# design 1

### src/rtl/alu_pkg.sv
// rtl/alu_pkg.sv - opcodes and FSM state encoding shared by the sequential ALU
package alu_pkg;

    localparam logic [2:0] OP_AND  = 3'b000;
    localparam logic [2:0] OP_OR   = 3'b001;
    localparam logic [2:0] OP_ADD  = 3'b010;
    localparam logic [2:0] OP_NAND = 3'b011;
    localparam logic [2:0] OP_NOR  = 3'b100;
    localparam logic [2:0] OP_MUL  = 3'b101;
    localparam logic [2:0] OP_SUB  = 3'b110;
    localparam logic [2:0] OP_SLT  = 3'b111;

    typedef enum logic [1:0] {
        ST_IDLE = 2'd0,
        ST_MUL  = 2'd1,
        ST_HOLD = 2'd2
    } state_t;

endpackage

### src/rtl/alu_nbit_comb.sv
// rtl/alu_nbit_comb.sv - combinational WIDTH-bit datapath for the single-cycle ops
module alu_nbit_comb
    import alu_pkg::*;
#(
    parameter int WIDTH = 32
) (
    input  logic [WIDTH-1:0] a,
    input  logic [WIDTH-1:0] b,
    input  logic [2:0]       op,
    output logic [WIDTH-1:0] result,
    output logic             carry,
    output logic             overflow
);

    logic             binv;
    logic [WIDTH-1:0] b_eff;
    logic [WIDTH:0]   sum_full;
    logic [WIDTH-1:0] sum;
    logic             ovf_raw;
    logic             slt;

    // One shared adder; SUB and SLT invert B and inject the +1 as carry-in
    always_comb begin
        binv     = (op == OP_SUB) || (op == OP_SLT);
        b_eff    = binv ? ~b : b;
        sum_full = {1'b0, a} + {1'b0, b_eff} + {{WIDTH{1'b0}}, binv};
        sum      = sum_full[WIDTH-1:0];
        ovf_raw  = (a[WIDTH-1] == b_eff[WIDTH-1]) && (sum[WIDTH-1] != a[WIDTH-1]);
        slt      = sum[WIDTH-1] ^ ovf_raw;
        result   = '0;
        carry    = 1'b0;
        overflow = 1'b0;
        case (op)
            OP_AND:  result = a & b;
            OP_OR:   result = a | b;
            OP_NAND: result = ~(a & b);
            OP_NOR:  result = ~(a | b);
            OP_ADD, OP_SUB: begin
                result   = sum;
                carry    = sum_full[WIDTH];
                overflow = ovf_raw;
            end
            OP_SLT:  result = {{(WIDTH-1){1'b0}}, slt};
            default: result = '0;
        endcase
    end

endmodule

### src/rtl/alu_nbit_seq.sv
// rtl/alu_nbit_seq.sv - registered ALU with valid/ready handshake and shift-add multiply
module alu_nbit_seq
    import alu_pkg::*;
#(
    parameter int WIDTH = 32,
    parameter int CNT_W = $clog2(WIDTH+1)
) (
    input  logic             clk,
    input  logic             reset,
    input  logic             in_valid,
    output logic             in_ready,
    input  logic [WIDTH-1:0] A,
    input  logic [WIDTH-1:0] B,
    input  logic [2:0]       Operation,
    output logic             out_valid,
    input  logic             out_ready,
    output logic [WIDTH-1:0] Result,
    output logic [WIDTH-1:0] Result_hi,
    output logic             Zero,
    output logic             CarryOut,
    output logic             Overflow
);

    state_t             state;
    state_t             state_next;
    logic               accept;
    logic               is_mul;
    logic               mul_last;
    logic [WIDTH-1:0]   comb_result;
    logic               comb_carry;
    logic               comb_ovf;
    logic [WIDTH-1:0]   mcand;
    logic [WIDTH-1:0]   mplier;
    logic [2*WIDTH-1:0] acc;
    logic [2*WIDTH-1:0] acc_next;
    logic [WIDTH:0]     mul_sum;
    logic [CNT_W-1:0]   cnt;

    alu_nbit_comb #(.WIDTH(WIDTH)) u_comb (
        .a        (A),
        .b        (B),
        .op       (Operation),
        .result   (comb_result),
        .carry    (comb_carry),
        .overflow (comb_ovf)
    );

    assign accept   = in_valid && in_ready;
    assign is_mul   = (Operation == OP_MUL);
    assign mul_last = (state == ST_MUL) && (cnt == CNT_W'(WIDTH-1));

    // State register
    always_ff @(posedge clk) begin
        if (reset) state <= ST_IDLE;
        else       state <= state_next;
    end

    // Next state: a new accept always wins, so HOLD can reissue without a bubble
    always_comb begin
        state_next = state;
        if (accept)
            state_next = is_mul ? ST_MUL : ST_HOLD;
        else if (state == ST_HOLD && out_ready)
            state_next = ST_IDLE;
        else if (mul_last)
            state_next = ST_HOLD;
    end

    // Handshake outputs decoded from the current state
    always_comb begin
        in_ready  = (state == ST_IDLE) || (state == ST_HOLD && out_ready);
        out_valid = (state == ST_HOLD);
    end

    // One multiply iteration: conditional add into the upper half, then shift right with carry
    always_comb begin
        mul_sum  = {1'b0, acc[2*WIDTH-1:WIDTH]} + {1'b0, (mplier[0] ? mcand : {WIDTH{1'b0}})};
        acc_next = {mul_sum, acc[WIDTH-1:1]};
    end

    // Result/flag registers and multiply engine; the last iteration writes the product directly
    always_ff @(posedge clk) begin
        if (reset) begin
            Result    <= '0;
            Result_hi <= '0;
            Zero      <= 1'b0;
            CarryOut  <= 1'b0;
            Overflow  <= 1'b0;
            mcand     <= '0;
            mplier    <= '0;
            acc       <= '0;
            cnt       <= '0;
        end else if (accept && !is_mul) begin
            Result    <= comb_result;
            Result_hi <= '0;
            Zero      <= (comb_result == '0);
            CarryOut  <= comb_carry;
            Overflow  <= comb_ovf;
        end else if (accept && is_mul) begin
            mcand  <= A;
            mplier <= B;
            acc    <= '0;
            cnt    <= '0;
        end else if (state == ST_MUL) begin
            acc    <= acc_next;
            mplier <= mplier >> 1;
            cnt    <= cnt + CNT_W'(1);
            if (mul_last) begin
                Result    <= acc_next[WIDTH-1:0];
                Result_hi <= acc_next[2*WIDTH-1:WIDTH];
                Zero      <= (acc_next[WIDTH-1:0] == '0);
                CarryOut  <= 1'b0;
                Overflow  <= 1'b0;
            end
        end
    end

endmodule

### config.mk
export PLATFORM = sky130hd
export DESIGN_NAME = alu_nbit_seq
export DESIGN_NICKNAME = d
export VERILOG_FILES = /design/src/rtl/alu_pkg.sv /design/src/rtl/alu_nbit_comb.sv /design/src/rtl/alu_nbit_seq.sv
export SDC_FILE = /design/constraint.sdc
export NUM_CORES = 1
export LEC_CHECK = 0
export CORE_MARGIN = 3
export CORE_UTILIZATION = 29
export CTS_BUF_LIST = sky130_fd_sc_hd__clkbuf_8
export DETAILED_ROUTE_END_ITERATION = 6
export GPL_TIMING_DRIVEN = 0
export PLACE_DENSITY = 0.57
export REMOVE_ABC_BUFFERS = 1
export SLEW_MARGIN = 20
export SYNTH_ARGS = -nofsm -noshare
export SYNTH_HDL_FRONTEND = slang
export SYNTH_SLANG_ARGS = --single-unit
### constraint.sdc
create_clock -name clk -period 5.8 [get_ports clk]
set_input_delay 0.58 -clock clk [delete_from_list [all_inputs] [get_ports clk]]
set_output_delay 0.58 -clock clk [all_outputs]
set_load 0.005 [all_outputs]
==> design_1/drive_strength.png <==
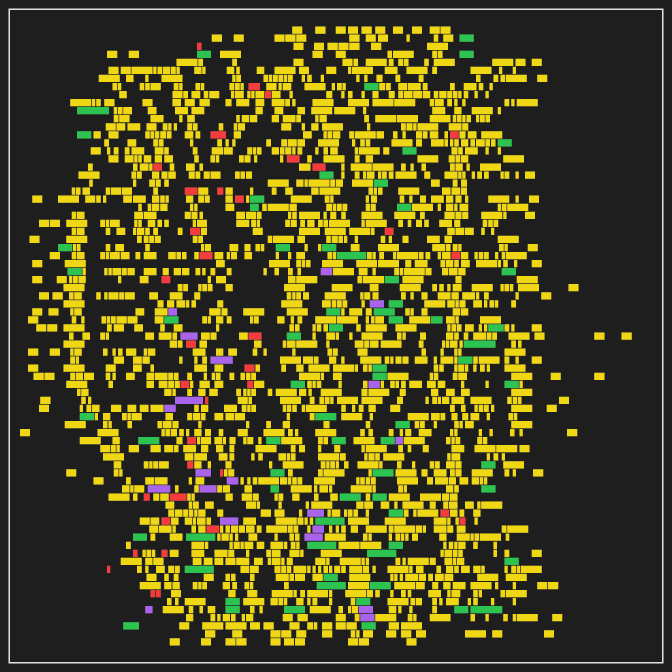
- drive 2: red (cells 36; share 1.9%)
- drive 6 and up: green (cells 69; share 3.7%)
- drive 3 to 4: purple (cells 20; share 1.1%)
- drive 1 or less: yellow (cells 1739; share 93%)
final worst setup slack: 1160 ps
number of non-clock buffers: 155
P&R area growth vs syn: 21.6%

==> design_1/final_placement.png <==
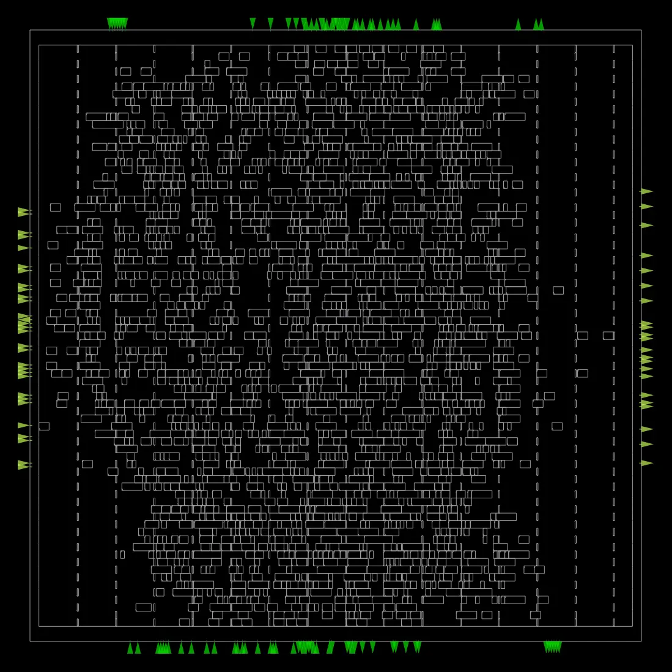
Tap Count: 592
core area: 44800 um^2
non-filler cells, final: 2456
Cell Rows: 77

==> design_1/registers.png <==
Scale bar: 50 um.
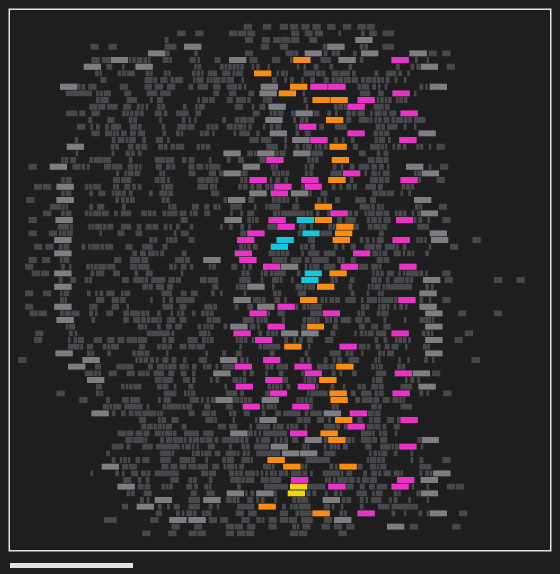
- mcand: orange (flops 32; where a vertical strip down the middle)
- cnt: cyan (flops 6; where middle)
- acc: magenta (flops 63)
- state: yellow (flops 2)
- not coloured: 99

==> metrics.yaml <==
seq_area_um2: 4040
critPathLaunch: "Operation[1]"
hpwlAfterDp_mm: 33.1
utilization_pct: 36.2
wl_met3_mm: 2.28
grt_pass1_wl_mm: 70.3
power-top-group: "the clock network"
tns_ps: 0
busiest_layer: "met2"
regToRegStartpoint: "mplier[0]$_SDFFE_PP0P_"
cts_made_buffers: 38
outcome: "finished clean"
drv_slew: 0
wl_per_cell_um: 18.2
tritoncts: "built"
clk_pin_slew_worst_paths_ps: 60
required_ps: 6290
mux_share_pct: 2.42
drc: 0
combinationalPowerShare_pct: 21.7
post_cts.repair.setup_buffers: 0
## through the flow
stage | worst slack (ps) | hold slack, ps | area [um^2] | instances
floorplan | -739 | 426 | 12800 | 1643
global placement | -5950 | 439 | 15000 | 2374
detailed placement | 559 | 442 | 15400 | 2390
CTS | 1160 | 367 | 16200 | 2456
global route | 860 | 403 | 16200 | 2456
finish | 1160 | 391 | 16200 | 2456
## flip-flops by register name, summed over array words and instances, names as in the netlist
signal and cells:
CarryOut 1, Result_hi 32, cnt 6, acc 63, mplier 32, Zero 1
mcand 32, Overflow 1, Result 32, state 2

# design 2

**src/rtl/vga_sync_gen.sv**
```systemverilog
// vga_sync_gen: 640x480@60 Hz VGA timing generator.
// Divides reloj down to a pixel tick, runs the Qh/Qv pixel/line counters and
// produces registered hsync/vsync/video_on/frame_start aligned with Qh/Qv.
// Optional feature macro: VGA_BLINK_EN (frame-counted blink toggle).
// Without VGA_BLINK_EN the blink output is tied low.
module vga_sync_gen #(
  parameter int CLK_DIV      = 4,
  parameter int H_DISPLAY    = 640,
  parameter int H_FRONT      = 16,
  parameter int H_SYNC       = 96,
  parameter int H_BACK       = 48,
  parameter int V_DISPLAY    = 480,
  parameter int V_FRONT      = 10,
  parameter int V_SYNC       = 2,
  parameter int V_BACK       = 33,
  parameter int BLINK_FRAMES = 30
) (
  input  logic       reloj,
  input  logic       resetM,
  output logic       pixel_tick,
  output logic [9:0] Qh,
  output logic [9:0] Qv,
  output logic       hsync,
  output logic       vsync,
  output logic       video_on,
  output logic       frame_start,
  output logic       blink
);

  localparam int H_TOTAL = H_DISPLAY + H_FRONT + H_SYNC + H_BACK;
  localparam int V_TOTAL = V_DISPLAY + V_FRONT + V_SYNC + V_BACK;
  localparam int DIV_W   = (CLK_DIV > 2) ? $clog2(CLK_DIV) : 1;

  // Parameter sanity: counters are 10 bits wide, divider needs at least 2 phases.
  if (H_TOTAL > 1024 || V_TOTAL > 1024 || CLK_DIV < 2 || CLK_DIV > 16 ||
      BLINK_FRAMES < 1) begin : g_bad_params
    $error("vga_sync_gen: illegal parameter set");
  end

  localparam logic [DIV_W-1:0] DIV_LAST = DIV_W'(CLK_DIV - 1);
  localparam logic [9:0]       H_LAST   = 10'(H_TOTAL - 1);
  localparam logic [9:0]       V_LAST   = 10'(V_TOTAL - 1);

  // 11-bit bounds so a sync window ending exactly at 1024 is still representable.
  localparam logic [10:0] H_VIS_END = 11'(H_DISPLAY);
  localparam logic [10:0] HS_START  = 11'(H_DISPLAY + H_FRONT);
  localparam logic [10:0] HS_END    = 11'(H_DISPLAY + H_FRONT + H_SYNC);
  localparam logic [10:0] V_VIS_END = 11'(V_DISPLAY);
  localparam logic [10:0] VS_START  = 11'(V_DISPLAY + V_FRONT);
  localparam logic [10:0] VS_END    = 11'(V_DISPLAY + V_FRONT + V_SYNC);

  logic [DIV_W-1:0] div_q, div_d;
  logic             tick_q, tick_d;
  logic [9:0]       qh_q, qh_d;
  logic [9:0]       qv_q, qv_d;
  logic             hs_q, hs_d;
  logic             vs_q, vs_d;
  logic             vid_q, vid_d;
  logic             fs_q, fs_d;
  logic [10:0]      qh_x;
  logic [10:0]      qv_x;

  // Clock divider: tick is registered, so it is high the cycle after div hits CLK_DIV-1.
  always_comb begin
    div_d  = div_q + DIV_W'(1);
    tick_d = 1'b0;
    if (div_q == DIV_LAST) begin
      div_d  = '0;
      tick_d = 1'b1;
    end
  end

  // Pixel/line counters plus decode computed from the next counter values.
  always_comb begin
    qh_d  = qh_q;
    qv_d  = qv_q;
    hs_d  = hs_q;
    vs_d  = vs_q;
    vid_d = vid_q;
    fs_d  = 1'b0;
    if (tick_q) begin
      if (qh_q == H_LAST) begin
        qh_d = '0;
        if (qv_q == V_LAST) begin
          qv_d = '0;
          fs_d = 1'b1;
        end else begin
          qv_d = qv_q + 10'd1;
        end
      end else begin
        qh_d = qh_q + 10'd1;
      end
    end
    qh_x = {1'b0, qh_d};
    qv_x = {1'b0, qv_d};
    if (tick_q) begin
      hs_d  = !((qh_x >= HS_START) && (qh_x < HS_END));
      vs_d  = !((qv_x >= VS_START) && (qv_x < VS_END));
      vid_d = (qh_x < H_VIS_END) && (qv_x < V_VIS_END);
    end
  end

  // State register with synchronous active-low reset; reset aborts any frame in progress.
  always_ff @(posedge reloj) begin
    if (!resetM) begin
      div_q  <= '0;
      tick_q <= 1'b0;
      qh_q   <= '0;
      qv_q   <= '0;
      hs_q   <= 1'b1;
      vs_q   <= 1'b1;
      vid_q  <= 1'b0;
      fs_q   <= 1'b0;
    end else begin
      div_q  <= div_d;
      tick_q <= tick_d;
      qh_q   <= qh_d;
      qv_q   <= qv_d;
      hs_q   <= hs_d;
      vs_q   <= vs_d;
      vid_q  <= vid_d;
      fs_q   <= fs_d;
    end
  end

  assign pixel_tick  = tick_q;
  assign Qh          = qh_q;
  assign Qv          = qv_q;
  assign hsync       = hs_q;
  assign vsync       = vs_q;
  assign video_on    = vid_q;
  assign frame_start = fs_q;

`ifdef VGA_BLINK_EN
  localparam int FC_W = (BLINK_FRAMES > 1) ? $clog2(BLINK_FRAMES) : 1;
  localparam logic [FC_W-1:0] FC_LAST = FC_W'(BLINK_FRAMES - 1);

  logic [FC_W-1:0] fcnt_q, fcnt_d;
  logic            blink_q, blink_d;

  // Frame counter: on the frame_start that finds it at BLINK_FRAMES-1, wrap and toggle blink.
  always_comb begin
    fcnt_d  = fcnt_q;
    blink_d = blink_q;
    if (fs_q) begin
      if (fcnt_q == FC_LAST) begin
        fcnt_d  = '0;
        blink_d = ~blink_q;
      end else begin
        fcnt_d = fcnt_q + FC_W'(1);
      end
    end
  end

  // Blink state register.
  always_ff @(posedge reloj) begin
    if (!resetM) begin
      fcnt_q  <= '0;
      blink_q <= 1'b0;
    end else begin
      fcnt_q  <= fcnt_d;
      blink_q <= blink_d;
    end
  end

  assign blink = blink_q;
`else
  assign blink = 1'b0;
`endif

endmodule

```
**config.mk**
```make
export PLATFORM = sky130hd
export DESIGN_NAME = vga_sync_gen
export DESIGN_NICKNAME = d
export VERILOG_FILES = /design/src/rtl/vga_sync_gen.sv
export SDC_FILE = /design/constraint.sdc
export NUM_CORES = 1
export LEC_CHECK = 0
export CAP_MARGIN = 20
export CORE_UTILIZATION = 30
export DETAILED_ROUTE_END_ITERATION = 8
export PLACE_DENSITY = 0.58
export SYNTH_ARGS = -nofsm -noshare
export SYNTH_HDL_FRONTEND = slang
export SYNTH_SLANG_ARGS = --single-unit
```
**constraint.sdc**
```tcl
create_clock -name reloj -period 2.25 [get_ports reloj]
set_input_delay 0.3375 -clock reloj [delete_from_list [all_inputs] [get_ports reloj]]
set_output_delay 0.3375 -clock reloj [all_outputs]
set_load 0.02 [all_outputs]
```
==> design_2/final_placement.png <==
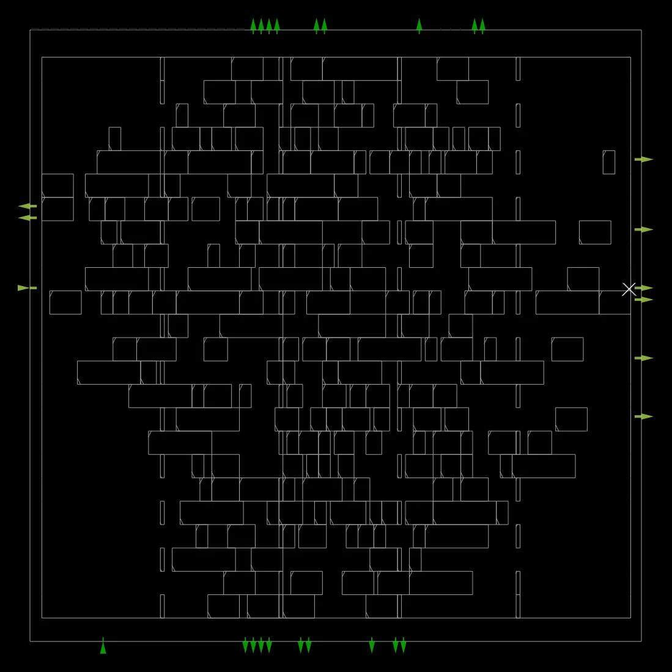
Seq area share: 28.8%
core area: 4470 um^2

==> design_2/drive_strength.png <==
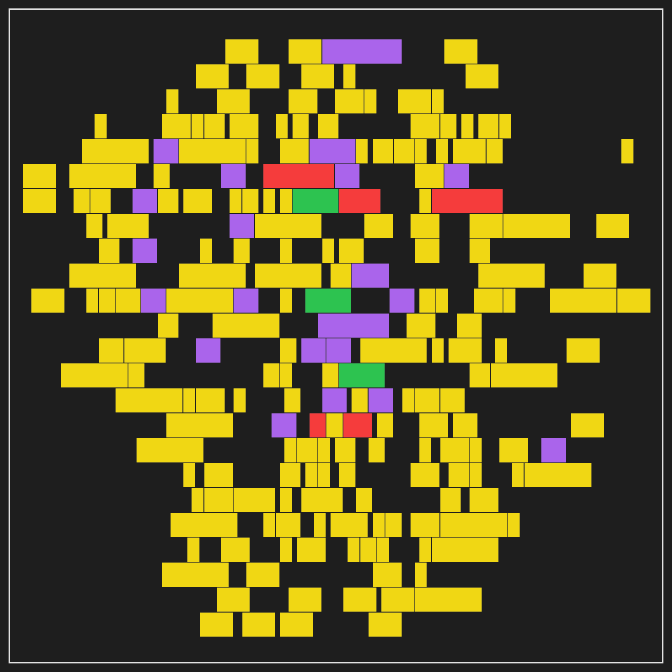
- drive 1 or less: yellow (cells 183; share 86%)
- drive 3 to 4: purple (cells 21; share 9.9%)
- drive 6 and up: green (cells 3; share 1.4%)
- drive 2: red (cells 5; share 2.4%)
number of non-clock buffers: 43
post-layout instance area: 1900 um^2
final worst setup slack: 164 ps

==> metrics.yaml <==
outcome: "complete, but fails checks"
violations: "design-rule violations"
synth.distinct_cells: 44
p_seq_w: 0.000486
num_rows: 24
slowest_stage: "or4b_4"
clk_pin_slew_worst_paths_ps: 100
syn_inst: 171
utilization_pct: 42.4
most-common-layout-cells: "nor2_1, clkdlybuf4s50_1, dfxtp_1"
hold_buffers: 0
crit_arrival_ps: 2280
cts-root-buf: "clkbuf_8"
fin_skew_ps: 7.04
cts_made_buffers: 3
comb_area_um2: 831
yosysTopAreaCell: "dfxtp_1"
top_cells_by_count: "dfxtp_1, nor2_1, nand2_1, xnor2_1, nand3_1"
wl_met2_mm: 1.48
max_stage_delay_ps: 510
ff2ff_setup_slack_ps: 160
gr-usage-met3_pct: 1.71
largestClassByArea: "logic gates"
worst-setup-path-type: "reg2reg"
hold_end: "div_q[0]$_SDFF_PP0_"
nFillCells: 471
dr.pass1.iters: 8
yosysChipArea_um2: 1440
grt_pass1_wl_mm: 5.60
antenna_found_initial: 0
grtUsageMet1_pct: 20.5
grt_max_degree: 16
syn2layout_area_growth_pct: 32.3
tritoncts: "built"
flop-count: 27
io_pins: 28
synth.top_cell.area_share_pct: 37.7
inverters: 6
yosys.stat.seqShare_pct: 37.7
hold_path_class: "reg2reg"
min_path_cells: 1
grt.overflow.total: 0
drt_iter0_markers: 129
drc: 2
top_logic_kind: "simple AND/OR/NAND/NOR gates"
busiest_layer: "met1"
die_height_um: 71.2
switching_share_pct: 22.1
leakage_nw: 0.678
synthAoiAreaFrac_pct: 10.6
dieWidth_um: 71.2
logic_gates: 132
synthFlopType: "dfxtp_1"
crit_path_cell_trace: "or4b_4 > or4_4 > nor4_4 > xnor2_1 > o211ai_1 > o32ai_1"
fin_crit_sh_pct: 92.7
syn_avg_cell_area_um2: 8.39
combinationalPowerShare_pct: 4.9
wl_met1_mm: 1.71
cp-endpoint: "video_on$_SDFFE_PN0P_"
use_met2_pct: 20.4
post_cts.repair.setup_buffers: 0
cts.sinks: 27
hold_violations: 0
regToRegStartpoint: "Qh[6]$_SDFF_PN0_"
num_vias: 1290
rr_endpoint: "video_on$_SDFFE_PN0P_"
hold_start: "div_q[0]$_SDFF_PP0_"
grt_pass1_vias: 1194
syn_area_um2: 1440
period_needed_ps: 2090
==> metrics by stage <==
stage / total power [W] / hold slack (ps) / instances / cell area, um^2
finish: 0.000803 / 438 / 264 / 1900
global route: 0.000841 / 451 / 264 / 1900
CTS: 0.000812 / 440 / 264 / 1900
detailed placement: 0.000537 / 427 / 260 / 1850
global placement: 0.000537 / 419 / 260 / 1850
floorplan: 0.000521 / 408 / 171 / 1440
==> critical path: cells and delay by family, from the launching register on <==
kind                      cells  cell delay [ps]
xor gates and xnor gates      1              190
AOI/OAI and AO/OA             2              320
DFF                           1              390
and+or+nand+nor               3             1110

# design 3

==> design_3/final_placement.png <==
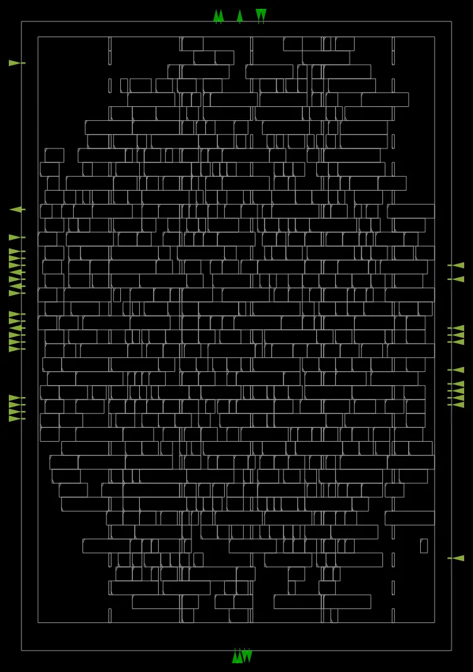
**src/rtl/upsp_pkg.sv**
```systemverilog
// Shared definitions for the upsampling frame controller.
//   upsp_state_e : frame sequencer state encoding
//   UPSP_DIM_W   : default width of the dimension configuration and counters
package upsp_pkg;

  localparam int UPSP_DIM_W = 12;

  typedef enum logic [1:0] {
    ST_IDLE  = 2'd0,
    ST_RUN   = 2'd1,
    ST_DRAIN = 2'd2,
    ST_DONE  = 2'd3
  } upsp_state_e;

endpackage

```
**src/rtl/upsp_xy_cnt.sv**
```systemverilog
// Raster x/y position counter.
//   clk, rst_n     : clock, asynchronous active-low reset
//   clr            : synchronous clear to (0,0), takes priority over inc
//   inc            : advance one position; x wraps at max_x and bumps y,
//                    y wraps at max_y
//   max_x, max_y   : last valid x / y index
//   last_x, last_y : current position is on the last column / last line
module upsp_xy_cnt #(
  parameter int DIM_W = 12
) (
  input  logic             clk,
  input  logic             rst_n,
  input  logic             clr,
  input  logic             inc,
  input  logic [DIM_W-1:0] max_x,
  input  logic [DIM_W-1:0] max_y,
  output logic             last_x,
  output logic             last_y
);

  logic [DIM_W-1:0] x_q, x_d;
  logic [DIM_W-1:0] y_q, y_d;

  assign last_x = (x_q == max_x);
  assign last_y = (y_q == max_y);

  always_comb begin
    x_d = x_q;
    y_d = y_q;
    if (clr) begin
      x_d = '0;
      y_d = '0;
    end else if (inc) begin
      if (last_x) begin
        x_d = '0;
        y_d = last_y ? '0 : y_q + DIM_W'(1);
      end else begin
        x_d = x_q + DIM_W'(1);
      end
    end
  end

  always_ff @(posedge clk or negedge rst_n) begin
    if (!rst_n) begin
      x_q <= '0;
      y_q <= '0;
    end else begin
      x_q <= x_d;
      y_q <= y_d;
    end
  end

endmodule

```
**src/rtl/upsp_frame_ctrl.sv**
```systemverilog
// Frame-level sequencer around the bicubic upsampling core.
// Lets exactly cfg_width x cfg_height source pixels into the core per start,
// counts output blocks, tags end-of-line/end-of-frame, and reports status.
//   cfg_start/cfg_width/cfg_height : frame start command and dimensions
//   busy/done/err                  : status (err is sticky until a good start)
//   src_rvalid/src_rready          : source read handshake (gated)
//   core_rvalid/core_rready        : core read handshake (gated)
//   core_wvalid/core_wready        : core write handshake (gated)
//   sink_wvalid/sink_wready        : downstream write handshake (gated)
//   sink_eol/sink_eof              : block position tags on the write stream
module upsp_frame_ctrl
  import upsp_pkg::*;
#(
  parameter int DIM_W        = UPSP_DIM_W,
  parameter int BUFFER_WIDTH = 24
) (
  input  logic             clk,
  input  logic             rst_n,
  input  logic             cfg_start,
  input  logic [DIM_W-1:0] cfg_width,
  input  logic [DIM_W-1:0] cfg_height,
  output logic             busy,
  output logic             done,
  output logic             err,
  input  logic             src_rvalid,
  output logic             src_rready,
  output logic             core_rvalid,
  input  logic             core_rready,
  input  logic             core_wvalid,
  output logic             core_wready,
  output logic             sink_wvalid,
  input  logic             sink_wready,
  output logic             sink_eol,
  output logic             sink_eof
);

  // Data never passes through this block; the pixel width only matters for
  // the surrounding datapath, so just reject a nonsensical value.
  if (BUFFER_WIDTH < 1) begin : g_bad_buffer_width
    $error("BUFFER_WIDTH must be at least 1");
  end

  upsp_state_e      state_q, state_d;
  logic [DIM_W-1:0] cfg_w_q, cfg_w_d;
  logic [DIM_W-1:0] cfg_h_q, cfg_h_d;
  logic             err_q, err_d;

  logic in_gate, out_gate;
  logic in_hsk, out_hsk;
  logic in_last_x, in_last_y, out_last_x, out_last_y;
  logic in_final, out_final;
  logic start_ok;

  assign in_gate  = (state_q == ST_RUN);
  assign out_gate = (state_q == ST_RUN) || (state_q == ST_DRAIN);

  assign src_rready  = in_gate & core_rready;
  assign core_rvalid = in_gate & src_rvalid;
  assign sink_wvalid = out_gate & core_wvalid;
  assign core_wready = out_gate & sink_wready;

  assign in_hsk  = src_rvalid & src_rready;
  assign out_hsk = sink_wvalid & sink_wready;

  assign sink_eol = out_gate & out_last_x;
  assign sink_eof = sink_eol & out_last_y;

  assign in_final  = in_hsk & in_last_x & in_last_y;
  assign out_final = out_hsk & sink_eof;

  assign start_ok = cfg_start && (state_q == ST_IDLE) &&
                    (cfg_width != '0) && (cfg_height != '0);

  assign busy = out_gate;
  assign done = (state_q == ST_DONE);
  assign err  = err_q;

  upsp_xy_cnt #(.DIM_W(DIM_W)) u_in_cnt (
    .clk    (clk),
    .rst_n  (rst_n),
    .clr    (start_ok),
    .inc    (in_hsk),
    .max_x  (cfg_w_q - DIM_W'(1)),
    .max_y  (cfg_h_q - DIM_W'(1)),
    .last_x (in_last_x),
    .last_y (in_last_y)
  );

  upsp_xy_cnt #(.DIM_W(DIM_W)) u_out_cnt (
    .clk    (clk),
    .rst_n  (rst_n),
    .clr    (start_ok),
    .inc    (out_hsk),
    .max_x  (cfg_w_q - DIM_W'(1)),
    .max_y  (cfg_h_q - DIM_W'(1)),
    .last_x (out_last_x),
    .last_y (out_last_y)
  );

  always_comb begin
    state_d = state_q;
    cfg_w_d = cfg_w_q;
    cfg_h_d = cfg_h_q;
    err_d   = err_q;
    case (state_q)
      ST_IDLE: begin
        if (start_ok) begin
          cfg_w_d = cfg_width;
          cfg_h_d = cfg_height;
          err_d   = 1'b0;
          state_d = ST_RUN;
        end else if (cfg_start) begin
          err_d = 1'b1;
        end
      end
      ST_RUN: begin
        if (cfg_start) err_d = 1'b1;
        // Frame end while input is still open means the core emitted the
        // last block before consuming the last pixel: finish, but flag it.
        if (out_final) begin
          err_d   = 1'b1;
          state_d = ST_DONE;
        end else if (in_final) begin
          state_d = ST_DRAIN;
        end
      end
      ST_DRAIN: begin
        if (cfg_start) err_d = 1'b1;
        if (out_final) state_d = ST_DONE;
      end
      default: begin
        state_d = ST_IDLE;
      end
    endcase
    // Placed last so a stray write valid wins over the clear of a good start.
    if (core_wvalid && ((state_q == ST_IDLE) || (state_q == ST_DONE))) begin
      err_d = 1'b1;
    end
  end

  always_ff @(posedge clk or negedge rst_n) begin
    if (!rst_n) begin
      state_q <= ST_IDLE;
      cfg_w_q <= '0;
      cfg_h_q <= '0;
      err_q   <= 1'b0;
    end else begin
      state_q <= state_d;
      cfg_w_q <= cfg_w_d;
      cfg_h_q <= cfg_h_d;
      err_q   <= err_d;
    end
  end

endmodule
```
**config.mk**
```make
export PLATFORM = sky130hd
export DESIGN_NAME = upsp_frame_ctrl
export DESIGN_NICKNAME = d
export VERILOG_FILES = /design/src/rtl/upsp_pkg.sv /design/src/rtl/upsp_xy_cnt.sv /design/src/rtl/upsp_frame_ctrl.sv
export SDC_FILE = /design/constraint.sdc
export NUM_CORES = 1
export LEC_CHECK = 0
export CORE_ASPECT_RATIO = 1.5
export CORE_MARGIN = 3
export CORE_UTILIZATION = 53
export CTS_CLUSTER_SIZE = 14
export DETAILED_ROUTE_END_ITERATION = 16
export GPL_TIMING_DRIVEN = 0
export PLACE_DENSITY = 0.77
export RECOVER_POWER = 50
export REMOVE_ABC_BUFFERS = 1
export SETUP_SLACK_MARGIN = 0.05
export SLEW_MARGIN = 20
export SYNTH_ARGS = -nofsm -noshare
export SYNTH_HDL_FRONTEND = slang
export SYNTH_HIERARCHICAL = 1
export SYNTH_SLANG_ARGS = --single-unit
```
**constraint.sdc**
```tcl
create_clock -name clk -period 3.1 [get_ports clk]
set_input_delay 0.62 -clock clk [delete_from_list [all_inputs] [get_ports clk]]
set_output_delay 0.62 -clock clk [all_outputs]
set_load 0.03 [all_outputs]
```
==> metrics.yaml <==
critPathTopFamily: "simple AND/OR/NAND/NOR gates"
antenna_found_initial: 0
top_logic_kind: "simple AND/OR/NAND/NOR gates"
inverters: 23
synth-async-reset-ratio_pct: 100
rr_endpoint: "state_q[0]$_DFFE_PN0P_"
dpl_cell_area_um2: 5260
slowest_stage: "or4_4"
wl_met1_mm: 4.59
grt_max_degree: 43
logic_gates: 372
placed_cells: 619
outcome: "complete, but fails checks"
synthFlopType: "dfrtp_1"
wl_met3_um: 656
max-cap-violations: 1
dieArea_um2: 10300
drc: 0
grt_pass1_wl_mm: 20.3
grt_pass1_vias: 4137
wl_per_cell_um: 19.0
yosysMostFrequentCell: "dfrtp_1"
fin_ws_ps: -433
clk_pin_slew_worst_paths_ps: 60
yosysChipArea_um2: 4810
nonClkBufAreaFrac_pct: 11.5
max_slew_margin_pct: -22.4
lay_top_count: "dfrtp_1"
tns_ps: -1210
sh_comb_area_pct: 48.4
critPathLaunch: "cfg_w_q[5]$_DFFE_PN0P_"
cts-root-buf: "clkbuf_16"
utilization_pct: 69.0
busiest_layer: "met2"
gp_congestion: 0.837
max_stage_delay_ps: 570
ys.warnings.count: 6
yosys.stat.seqShare_pct: 39.0
hold_start: "cfg_w_q[11]$_DFFE_PN0P_"
p_total_w: 0.00518
leakage_nw: 2.59
num_antenna_cells: 0
vias_per_cell: 6.17
violations: "max-capacitance violations, max-slew violations, negative setup slack"
hold_end: "cfg_w_q[11]$_DFFE_PN0P_"
cp.buffers_inverters: 2
use_met2_pct: 47.0
fin_skew_ps: 9.74
drv_slew: 35
seq_area_um2: 1880
setup_viol: 4
hold_path_class: "reg2reg"
synthAoiAreaFrac_pct: 12.0
post-place-ws_ps: -1030
grtUsageMet1_pct: 26.6
cts.sinks: 75
mux_share_pct: 8.61
grt_setup_unrepaired: "true"
syn_area_um2: 4810
clk_share_pct: 5.55
crit_path_end_kind: "output pin"
core_util_floorplan_pct: 54.5
ir_drop_mv: 0.818
adder_share_pct: 2.60
crit_path_cell_trace: "or4_4 > nor2_1 > xor2_2 > xnor2_1 > nand4_1 > or3_4 > inv_4 > and3_4 > buf_6"
fin_crit_sh_pct: 114
routed.top_layer: "met4"
## Picture notes: design_3/final_placement.png
non-filler cells, final: 671
Seq area share: 30.9%
flop count: 75
Tap Count: 110

-- flip-flops by register name, summed over array words and instances, names as in the netlist --
signal,count
u_out_cnt/x_q,12
state_q,2
u_in_cnt/y_q,12
u_out_cnt/y_q,12
cfg_w_q,12
err,1
u_in_cnt/x_q,12
cfg_h_q,12
-- what timing repair did --
item	4_1_cts	5_1_grt
endpoints found under the setup margin	47	29
gates cloned	1	0
setup buffers	23	12
gates resized	31	22
pin swaps	16	8
-- power by group --
part           internal (W)  leakage (nW)  switching [W]
logic               0.00123          1.45        0.00125
registers           0.00121         0.977       0.000318
clock network      0.000752         0.162       0.000421


## Gallery

Routed metal per tile.
Plate I
17 x 25 tiles, from dark blue (low) to red (high), scaled to the fullest tile. Values are wire area over tile area, all layers added.
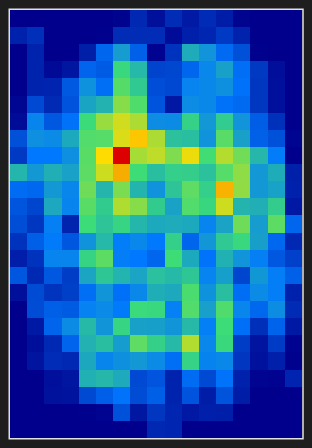
Plate II
14 x 14 tiles, from dark blue (low) to red (high), scaled to the fullest tile. Values are wire area over tile area, all layers added.
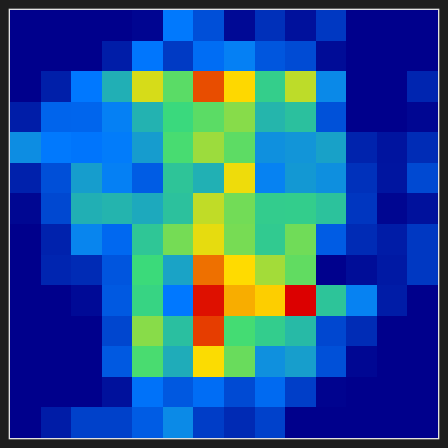
Plate III
22 x 22 tiles, from dark blue (low) to red (high), scaled to the fullest tile. Values are wire area over tile area, all layers added.
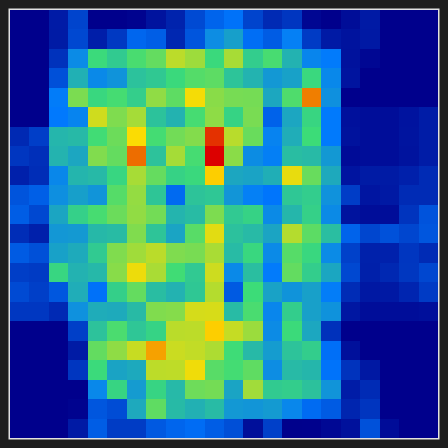
Plate II is design 2.
Plate III is design 1.
Plate I is design 3.

Key to Plate I:
- tiles over half the peak: 12%
- nearly empty tiles: 17%
- densest ninth of the die: middle
- mean over tiles: 0.20

Power figures rest on the tool's default switching activity, not on a simulated workload.
